# ---- line_follow_ctrl ----
==> line_follow_ctrl/met1.png <==
Scale bar: 20 µm. Supply wires on this layer in gray.
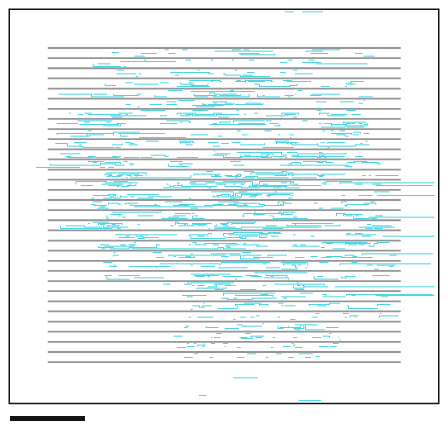

[src/rtl/line_follow_ctrl.sv]
// rtl/line_follow_ctrl.sv - three-sensor line follower: hysteresis classifier, motion FSM, node detect
module line_follow_ctrl #(
    parameter int ADC_W     = 12,
    parameter int TH_HI     = 500,
    parameter int TH_LO     = 200,
    parameter int DUTY_W    = 4,
    parameter int DUTY_FWD  = 8,
    parameter int DUTY_FAST = 7,
    parameter int DUTY_SLOW = 5,
    parameter int NODE_DEB  = 4,
    parameter int NODE_HOLD = 8,
    parameter int LOST_TO   = 16,
    parameter int CNT_W     = 8
) (
    input  logic              clk_50M,
    input  logic              reset_n,
    input  logic              enable,
    input  logic              sample_valid,
    input  logic [ADC_W-1:0]  left,
    input  logic [ADC_W-1:0]  middle,
    input  logic [ADC_W-1:0]  right,
    output logic              m1_a,
    output logic              m1_b,
    output logic              m2_a,
    output logic              m2_b,
    output logic [DUTY_W-1:0] dc1,
    output logic [DUTY_W-1:0] dc2,
    output logic              node_flag,
    output logic [CNT_W-1:0]  node_count,
    output logic              lost,
    output logic [2:0]        state
);
    localparam int DW = $clog2(NODE_DEB + 1);
    localparam int HW = $clog2(NODE_HOLD + 1);
    localparam int LW = $clog2(LOST_TO + 1);
    localparam logic [ADC_W-1:0]  HI   = ADC_W'(TH_HI);
    localparam logic [ADC_W-1:0]  LO   = ADC_W'(TH_LO);
    localparam logic [DW-1:0]     DEB_MAX  = DW'(NODE_DEB);
    localparam logic [HW-1:0]     HOLD_MAX = HW'(NODE_HOLD);
    localparam logic [LW-1:0]     LOST_MAX = LW'(LOST_TO);
    localparam logic [DUTY_W-1:0] D_FWD  = DUTY_W'(DUTY_FWD);
    localparam logic [DUTY_W-1:0] D_FAST = DUTY_W'(DUTY_FAST);
    localparam logic [DUTY_W-1:0] D_SLOW = DUTY_W'(DUTY_SLOW);

    typedef enum logic [2:0] {
        S_IDLE   = 3'd0,
        S_FOLLOW = 3'd1,
        S_TURN_L = 3'd2,
        S_TURN_R = 3'd3,
        S_NODE   = 3'd4,
        S_LOST   = 3'd5
    } state_t;

    state_t            state_q, state_d;
    logic              l_q, m_q, r_q, l_d, m_d, r_d;
    logic [2:0]        pat;
    logic [DW-1:0]     deb_q, deb_d, deb_inc;
    logic [HW-1:0]     hold_q, hold_d, hold_inc;
    logic [LW-1:0]     lost_q, lost_d, lost_inc;
    logic [CNT_W-1:0]  count_d;
    logic              flag_d;
    logic [3:0]        pins_d;
    logic [DUTY_W-1:0] dc1_d, dc2_d;

    assign deb_inc  = deb_q + 1'b1;
    assign hold_inc = hold_q + 1'b1;
    assign lost_inc = lost_q + 1'b1;
    assign state    = state_q;
    assign pat      = {l_d, m_d, r_d};

    // Hysteresis classifier: readings between (and at) the thresholds keep the old bit
    always_comb begin
        l_d = l_q;
        m_d = m_q;
        r_d = r_q;
        if (sample_valid) begin
            if (left > HI)        l_d = 1'b1;
            else if (left < LO)   l_d = 1'b0;
            if (middle > HI)      m_d = 1'b1;
            else if (middle < LO) m_d = 1'b0;
            if (right > HI)       r_d = 1'b1;
            else if (right < LO)  r_d = 1'b0;
        end
    end

    // Next-state and counter logic; everything advances only on a sample strobe
    always_comb begin
        state_d = state_q;
        deb_d   = deb_q;
        hold_d  = hold_q;
        lost_d  = lost_q;
        count_d = node_count;
        flag_d  = 1'b0;
        if (sample_valid) begin
            if (!enable) begin
                state_d = S_IDLE;
                deb_d   = '0;
                hold_d  = '0;
                lost_d  = '0;
            end else begin
                case (state_q)
                    S_IDLE: state_d = S_FOLLOW;
                    S_FOLLOW, S_TURN_L, S_TURN_R: begin
                        deb_d  = '0;
                        lost_d = '0;
                        if (pat == 3'b111) begin
                            if (deb_inc == DEB_MAX) begin
                                state_d = S_NODE;
                                flag_d  = 1'b1;
                                count_d = node_count + 1'b1;
                            end else begin
                                deb_d = deb_inc;
                            end
                        end else if (pat == 3'b000) begin
                            if (lost_inc == LOST_MAX) state_d = S_LOST;
                            else                      lost_d  = lost_inc;
                        end else begin
                            case (pat)
                                3'b010:         state_d = S_FOLLOW;
                                3'b100, 3'b110: state_d = S_TURN_L;
                                3'b001, 3'b011: state_d = S_TURN_R;
                                default:        state_d = state_q;
                            endcase
                        end
                    end
                    S_NODE: begin
                        if (hold_inc == HOLD_MAX) begin
                            state_d = S_FOLLOW;
                            hold_d  = '0;
                        end else begin
                            hold_d = hold_inc;
                        end
                    end
                    S_LOST: if (pat != 3'b000) state_d = S_FOLLOW;
                    default: state_d = S_IDLE;
                endcase
            end
        end
    end

    // Motor drive decoded from the upcoming state so pins and duty are registered with it
    always_comb begin
        pins_d = 4'b0000;
        dc1_d  = '0;
        dc2_d  = '0;
        case (state_d)
            S_FOLLOW, S_NODE: begin pins_d = 4'b1010; dc1_d = D_FWD;  dc2_d = D_FWD;  end
            S_TURN_L:         begin pins_d = 4'b0110; dc1_d = D_SLOW; dc2_d = D_FAST; end
            S_TURN_R:         begin pins_d = 4'b1001; dc1_d = D_FAST; dc2_d = D_SLOW; end
            default:          begin pins_d = 4'b0000; dc1_d = '0;     dc2_d = '0;     end
        endcase
    end

    // State, counters and all outputs registered; reset aborts anything in progress
    always_ff @(posedge clk_50M or negedge reset_n) begin
        if (!reset_n) begin
            state_q    <= S_IDLE;
            l_q        <= 1'b0;
            m_q        <= 1'b0;
            r_q        <= 1'b0;
            deb_q      <= '0;
            hold_q     <= '0;
            lost_q     <= '0;
            node_count <= '0;
            node_flag  <= 1'b0;
            lost       <= 1'b0;
            {m1_a, m1_b, m2_a, m2_b} <= 4'b0000;
            dc1        <= '0;
            dc2        <= '0;
        end else begin
            state_q    <= state_d;
            l_q        <= l_d;
            m_q        <= m_d;
            r_q        <= r_d;
            deb_q      <= deb_d;
            hold_q     <= hold_d;
            lost_q     <= lost_d;
            node_count <= count_d;
            node_flag  <= flag_d;
            lost       <= (state_d == S_LOST);
            {m1_a, m1_b, m2_a, m2_b} <= pins_d;
            dc1        <= dc1_d;
            dc2        <= dc2_d;
        end
    end
endmodule

[config.mk]
export PLATFORM = sky130hd
export DESIGN_NAME = line_follow_ctrl
export DESIGN_NICKNAME = d
export VERILOG_FILES = /design/src/rtl/line_follow_ctrl.sv
export SDC_FILE = /design/constraint.sdc
export NUM_CORES = 1
export LEC_CHECK = 0
export ABC_AREA = 1
export ABC_CLOCK_PERIOD_IN_PS = 2120
export CAP_MARGIN = 20
export CELL_PAD_IN_SITES_DETAIL_PLACEMENT = 1
export CELL_PAD_IN_SITES_GLOBAL_PLACEMENT = 2
export CORE_ASPECT_RATIO = 0.9
export CORE_MARGIN = 10
export CORE_UTILIZATION = 26
export CTS_BUF_LIST = sky130_fd_sc_hd__clkbuf_2 sky130_fd_sc_hd__clkbuf_4 sky130_fd_sc_hd__clkbuf_8
export CTS_CLUSTER_SIZE = 30
export DETAILED_ROUTE_END_ITERATION = 10
export PLACE_DENSITY = 0.84
export SYNTH_ARGS = -nofsm -noshare
export SYNTH_HDL_FRONTEND = slang
export SYNTH_SLANG_ARGS = --single-unit
export TNS_END_PERCENT = 5
[constraint.sdc]
create_clock -name clk_50M -period 2.12 [get_ports clk_50M]
set_input_delay 0.424 -clock clk_50M [delete_from_list [all_inputs] [get_ports clk_50M]]
set_output_delay 0.424 -clock clk_50M [all_outputs]
set_load 0.01 [all_outputs]
# ---- divider ----
### config.mk
export PLATFORM = sky130hd
export DESIGN_NAME = divider
export DESIGN_NICKNAME = d
export VERILOG_FILES = /design/src/rtl/divider_pkg.sv /design/src/rtl/divider_step.sv /design/src/rtl/divider.sv
export SDC_FILE = /design/constraint.sdc
export NUM_CORES = 1
export LEC_CHECK = 0
export CAP_MARGIN = 10
export CORE_MARGIN = 2
export CORE_UTILIZATION = 40
export DETAILED_ROUTE_END_ITERATION = 7
export SETUP_SLACK_MARGIN = 0.02
export SLEW_MARGIN = 20
export SYNTH_ARGS = -nofsm -noshare
export SYNTH_HDL_FRONTEND = slang
export SYNTH_SLANG_ARGS = --single-unit
export TNS_END_PERCENT = 1
### constraint.sdc
create_clock -name clk -period 3 [get_ports clk]
set_input_delay 0.6 -clock clk [delete_from_list [all_inputs] [get_ports clk]]
set_output_delay 0.6 -clock clk [all_outputs]
set_load 0.02 [all_outputs]
### src/rtl/divider_pkg.sv
// Shared types for the restoring divider.
package divider_pkg;
  typedef enum logic [1:0] {IDLE, BUSY, DONE} state_t;
endpackage

### src/rtl/divider_step.sv
// One restoring shift-compare-subtract step; purely combinational.
module divider_step #(
  parameter int DIVISOR = 3
) (
  input  logic [DIVISOR-1:0] rem_in,
  input  logic               bit_in,
  input  logic [DIVISOR-1:0] divisor,
  output logic [DIVISOR-1:0] rem_out,
  output logic               q_bit
);
  logic [DIVISOR:0] shifted;

  // One extra bit so the shifted remainder (< 2*divisor) never overflows.
  assign shifted = {rem_in, bit_in};
  assign q_bit   = shifted >= {1'b0, divisor};
  assign rem_out = q_bit ? DIVISOR'(shifted - {1'b0, divisor}) : shifted[DIVISOR-1:0];
endmodule

### src/rtl/divider.sv
// Multi-cycle unsigned restoring divider: one quotient bit per clock, MSB first.
module divider
  import divider_pkg::*;
#(
  parameter int DIVIDEND = 6,
  parameter int DIVISOR  = 3
) (
  input  logic                clk,
  input  logic                rst_n,
  input  logic                start,
  input  logic [DIVIDEND-1:0] dividend,
  input  logic [DIVISOR-1:0]  divisor,
  output logic [DIVIDEND-1:0] quotient,
  output logic [DIVISOR-1:0]  remainder,
  output logic                busy,
  output logic                done,
  output logic                div_by_zero
);
  localparam int CW = $clog2(DIVIDEND);

  state_t              state, state_nxt;
  logic [DIVIDEND-1:0] dvd_sh;
  logic [DIVISOR-1:0]  dsr, prem, rem_nxt;
  logic [CW-1:0]       cnt;
  logic                q_bit, last;

  assign last = cnt == CW'(DIVIDEND - 1);
  assign busy = state == BUSY;
  assign done = state == DONE;

  divider_step #(.DIVISOR(DIVISOR)) u_step (
    .rem_in (prem),
    .bit_in (dvd_sh[DIVIDEND-1]),
    .divisor(dsr),
    .rem_out(rem_nxt),
    .q_bit  (q_bit)
  );

  always_comb begin
    state_nxt = state;
    case (state)
      IDLE:    if (start) state_nxt = BUSY;
      BUSY:    if (last) state_nxt = DONE;
      DONE:    state_nxt = IDLE;
      default: state_nxt = IDLE;
    endcase
  end

  // Quotient bits shift into the vacated LSBs of the dividend register.
  always_ff @(posedge clk or negedge rst_n) begin
    if (!rst_n) begin
      state       <= IDLE;
      dvd_sh      <= '0;
      dsr         <= '0;
      prem        <= '0;
      cnt         <= '0;
      quotient    <= '0;
      remainder   <= '0;
      div_by_zero <= 1'b0;
    end else begin
      state <= state_nxt;
      case (state)
        IDLE: if (start) begin
          dvd_sh <= dividend;
          dsr    <= divisor;
          prem   <= '0;
          cnt    <= '0;
        end
        BUSY: begin
          dvd_sh <= {dvd_sh[DIVIDEND-2:0], q_bit};
          prem   <= rem_nxt;
          cnt    <= cnt + 1'b1;
          if (last) begin
            quotient    <= {dvd_sh[DIVIDEND-2:0], q_bit};
            remainder   <= rem_nxt;
            div_by_zero <= dsr == '0;
          end
        end
        default: ;
      endcase
    end
  end
endmodule

==> line_follow_ctrl/wire_density.png <==
23 x 21 tiles, from dark blue (low) to red (high), scaled to the fullest tile. Values are wire area over tile area, all layers added.
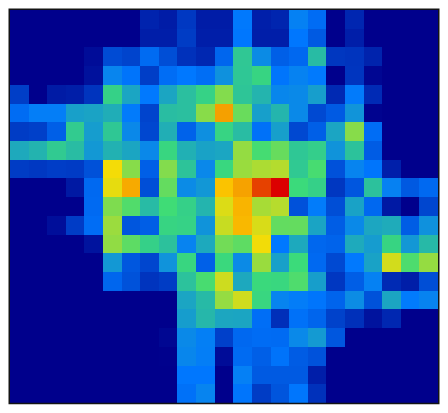
emptiest ninth of the die	lower left
fullest tile	0.45
tiles over half the peak	10%
count of vias placed by the detailed router: 2,188
routed length per placed instance: 15.4 µm
overall fraction of global-route tracks in use: 0.110
final wirelength: 7410 µm

About line_follow_ctrl/met1.png:
nets with wire on the layer	394
main direction	horizontal

==> impl.org, line_follow_ctrl <==
* Flow results

** Drt
- In the routed design, unresolved DRC markers number 0.

** Worst setup path
- Worst Setup Start Kind :: input pin
- The slowest stage of the critical path is the sky130_fd_sc_hd__clkdlybuf4s50_1 cell.
- Worst path required time :: 2.35 ns
- CP cell instances :: clkdlybuf4s50_1, nor3_2, nand3_1, nand3_2, nand2_4, nand2_4, buf_6, nand2_1, nand2_1, nand2_1, nand2_1, nand2_2, a21oi_4, nand2_2, nand3_2
- Depth of the most critical reg-to-reg path :: 16

** Timing
- Based on the critical path, the design can be clocked at up to approximately 480 MHz.
- Worst Max-Slew Pin Slew :: 0.460 ns
- Per the finish-stage timing summary, setup violations number 0.
- In the finished design, the share of the clock period the worst path needs comes to 0.990.
- Worst hold-check slack :: 0.478 ns

** Pwr
- Net switching power of the design :: a little under 0.5 mW
- Total power per unit cell area :: between 500 and 600 mW/mm²
- Leakage power :: around 1.8 nW

** Logic synthesis
- Of the total synthesized cell area, the portion taken by AND, OR, NAND and NOR gates is 0.333.
- Gate count of the mapped netlist :: 277
- The share of synthesized area in the top cell type comes to 0.404.
- Dominant kind of combinational cell :: simple AND/OR/NAND/NOR gates
- Cell type with the largest total area :: sky130_fd_sc_hd__dfrtp_1
- Number of enable flip-flop cells :: 0
- In this run, the synthesized area fraction spent on xor and xnor cells is recorded as 0.0457.

** Finish
- just under 200 cells are multi-input combinational gates.
- Number of signal-net inverters in the final layout :: about 43
- After layout, the buffer instance count without clock buffers stands at about 100.
- Area overhead of the layout relative to synthesis :: 71.3%
- Ranking logic cells in the layout by count gives the top entries sky130_fd_sc_hd__nand2_1, sky130_fd_sc_hd__inv_1, sky130_fd_sc_hd__buf_4.
- Per the final report, the share of cell area in non-clock buffers is 0.269.
- Final Cell Area :: roughly 0.0036 mm²
- Per the final layout report, the fraction of cells sized above drive strength 1 comes to 0.346.

** Global route
- After global routing the overflow that remains totals 0.

** Floorplan
- Starting Density :: 0.264
- The chip occupies 0.0121 mm².
- Number of top-level pins :: 65

** Worst hold path
- The worst hold path belongs to the class register to register.

** Run status
- The flow ran to the end, and the final reports show no timing, DRC or antenna violations.
==> divider/wire_density.png <==
12 x 12 tiles, from dark blue (low) to red (high), scaled to the fullest tile. Values are wire area over tile area, all layers added.
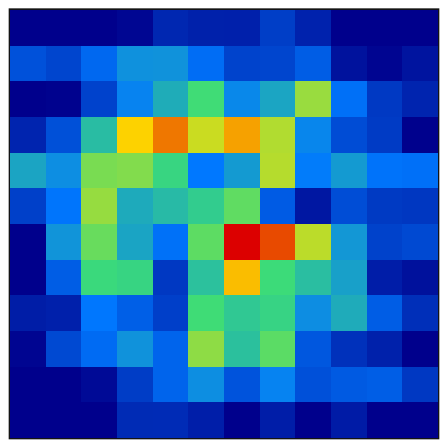
fullest tile	0.46
densest ninth of the die	center
mean over tiles	0.11
final wirelength: 2660 µm
overall fraction of global-route tracks in use: 0.168
routed length per placed instance: 13.2 µm

==> divider/met2.png <==
Cells faint in the background.
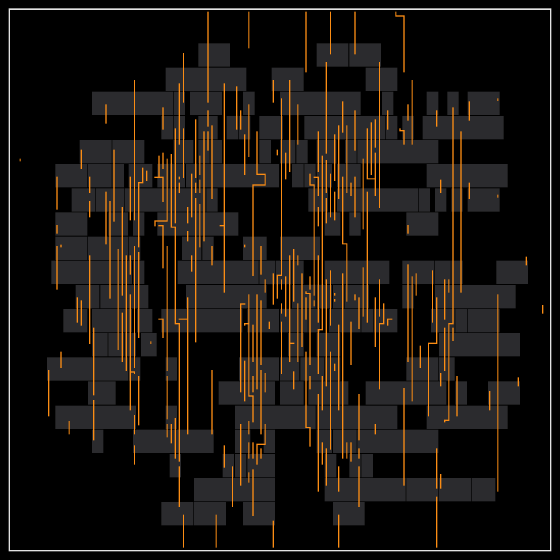
nets with wire on the layer	142
main direction	vertical
share of all routed wire	47%
wire length on this layer	1,250 µm
global-route met2 utilization: 0.264
count of vias placed by the detailed router: 1,020

==> impl.org, divider <==
* Flow results

** Logic synthesis
- Number of enable flip-flop cells :: 0
- Per the synthesis report, the simple-gate share of the synthesized area is 0.245.
- AND-OR/OR-AND share of the synthesized area :: 0.110
- For reference, the mux area share after synthesis is 0.
- Of the post-synthesis cell area, the dominant cell type holds 0.523.
- The synthesis log from Yosys contains 0 warnings.

** Worst setup path
- Cell at the slowest stage of the critical path :: sky130_fd_sc_hd__clkdlybuf4s50_1
- The report puts the cell count of the worst reg-to-reg path at 7.
- Number of buffers and inverters on the critical path :: 2
- The setup path with the least slack is of type register to output pin.
- Worst R2R End :: prem[1]
- Worst flop-to-flop path startpoint :: dvd_sh[5]

** Clock tree
- Clk latency late pin :: 0.33 ns
- Post-CTS Resized :: 0
- The CTS report gives the tree buffer count as 3.

** Timing
- Worst Max-Slew Pin Slew :: 0.445 ns
- Setup repair after global routing left no endpoint under its margin.
- Per the slew report, the remaining headroom to the max-slew limit stands at 0.702.

** Pwr
- Sequential power :: 0.672 mW

** Run status
- Result of the run :: finished clean

** Worst hold path
- Class of the most critical hold timing path :: register to register

** Finish
- Number of filler cells placed in the layout :: 301
- Registers with the highest flip-flop counts :: dvd_sh x6, quotient x6

** Floorplan
- Starting Density :: 0.423

** Drt
- The routed design shows a via density per instance of 5.07.

## Gallery

The metal 3 layer.
(a)
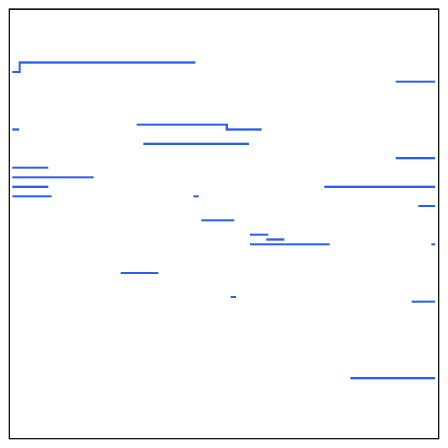
(b)
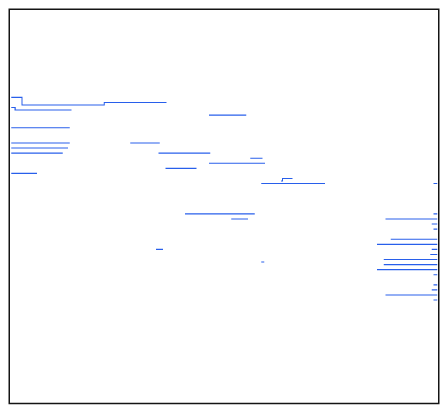
(a) is divider.
(b) is line_follow_ctrl.

Key to (b):
share of all routed wire	4.5%
longest straight run	22.1 µm
nets with wire on the layer	29
wire length on this layer	336 µm



## Gallery

Routing congestion map.
image #1
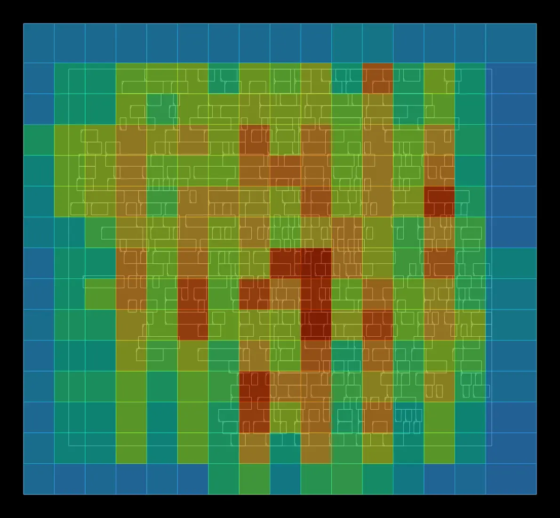
image #2
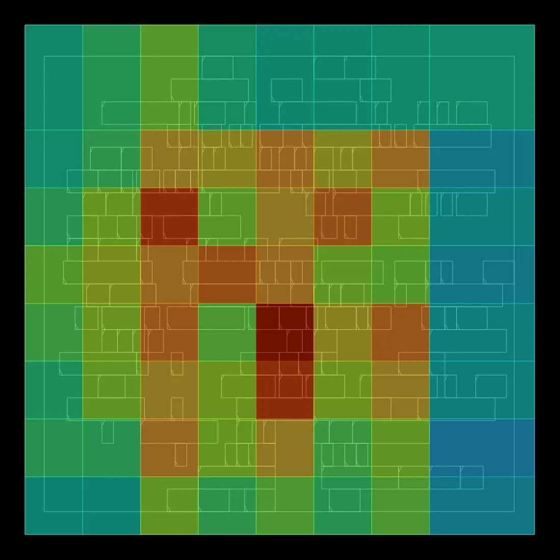
| picture | from |
|---|---|
| image #2 | divider |
| image #1 | line_follow_ctrl |
Of these, most wire per cell: image #1
Of these, highest track usage: image #2

Power figures rest on the tool's default switching activity, not on a simulated workload.
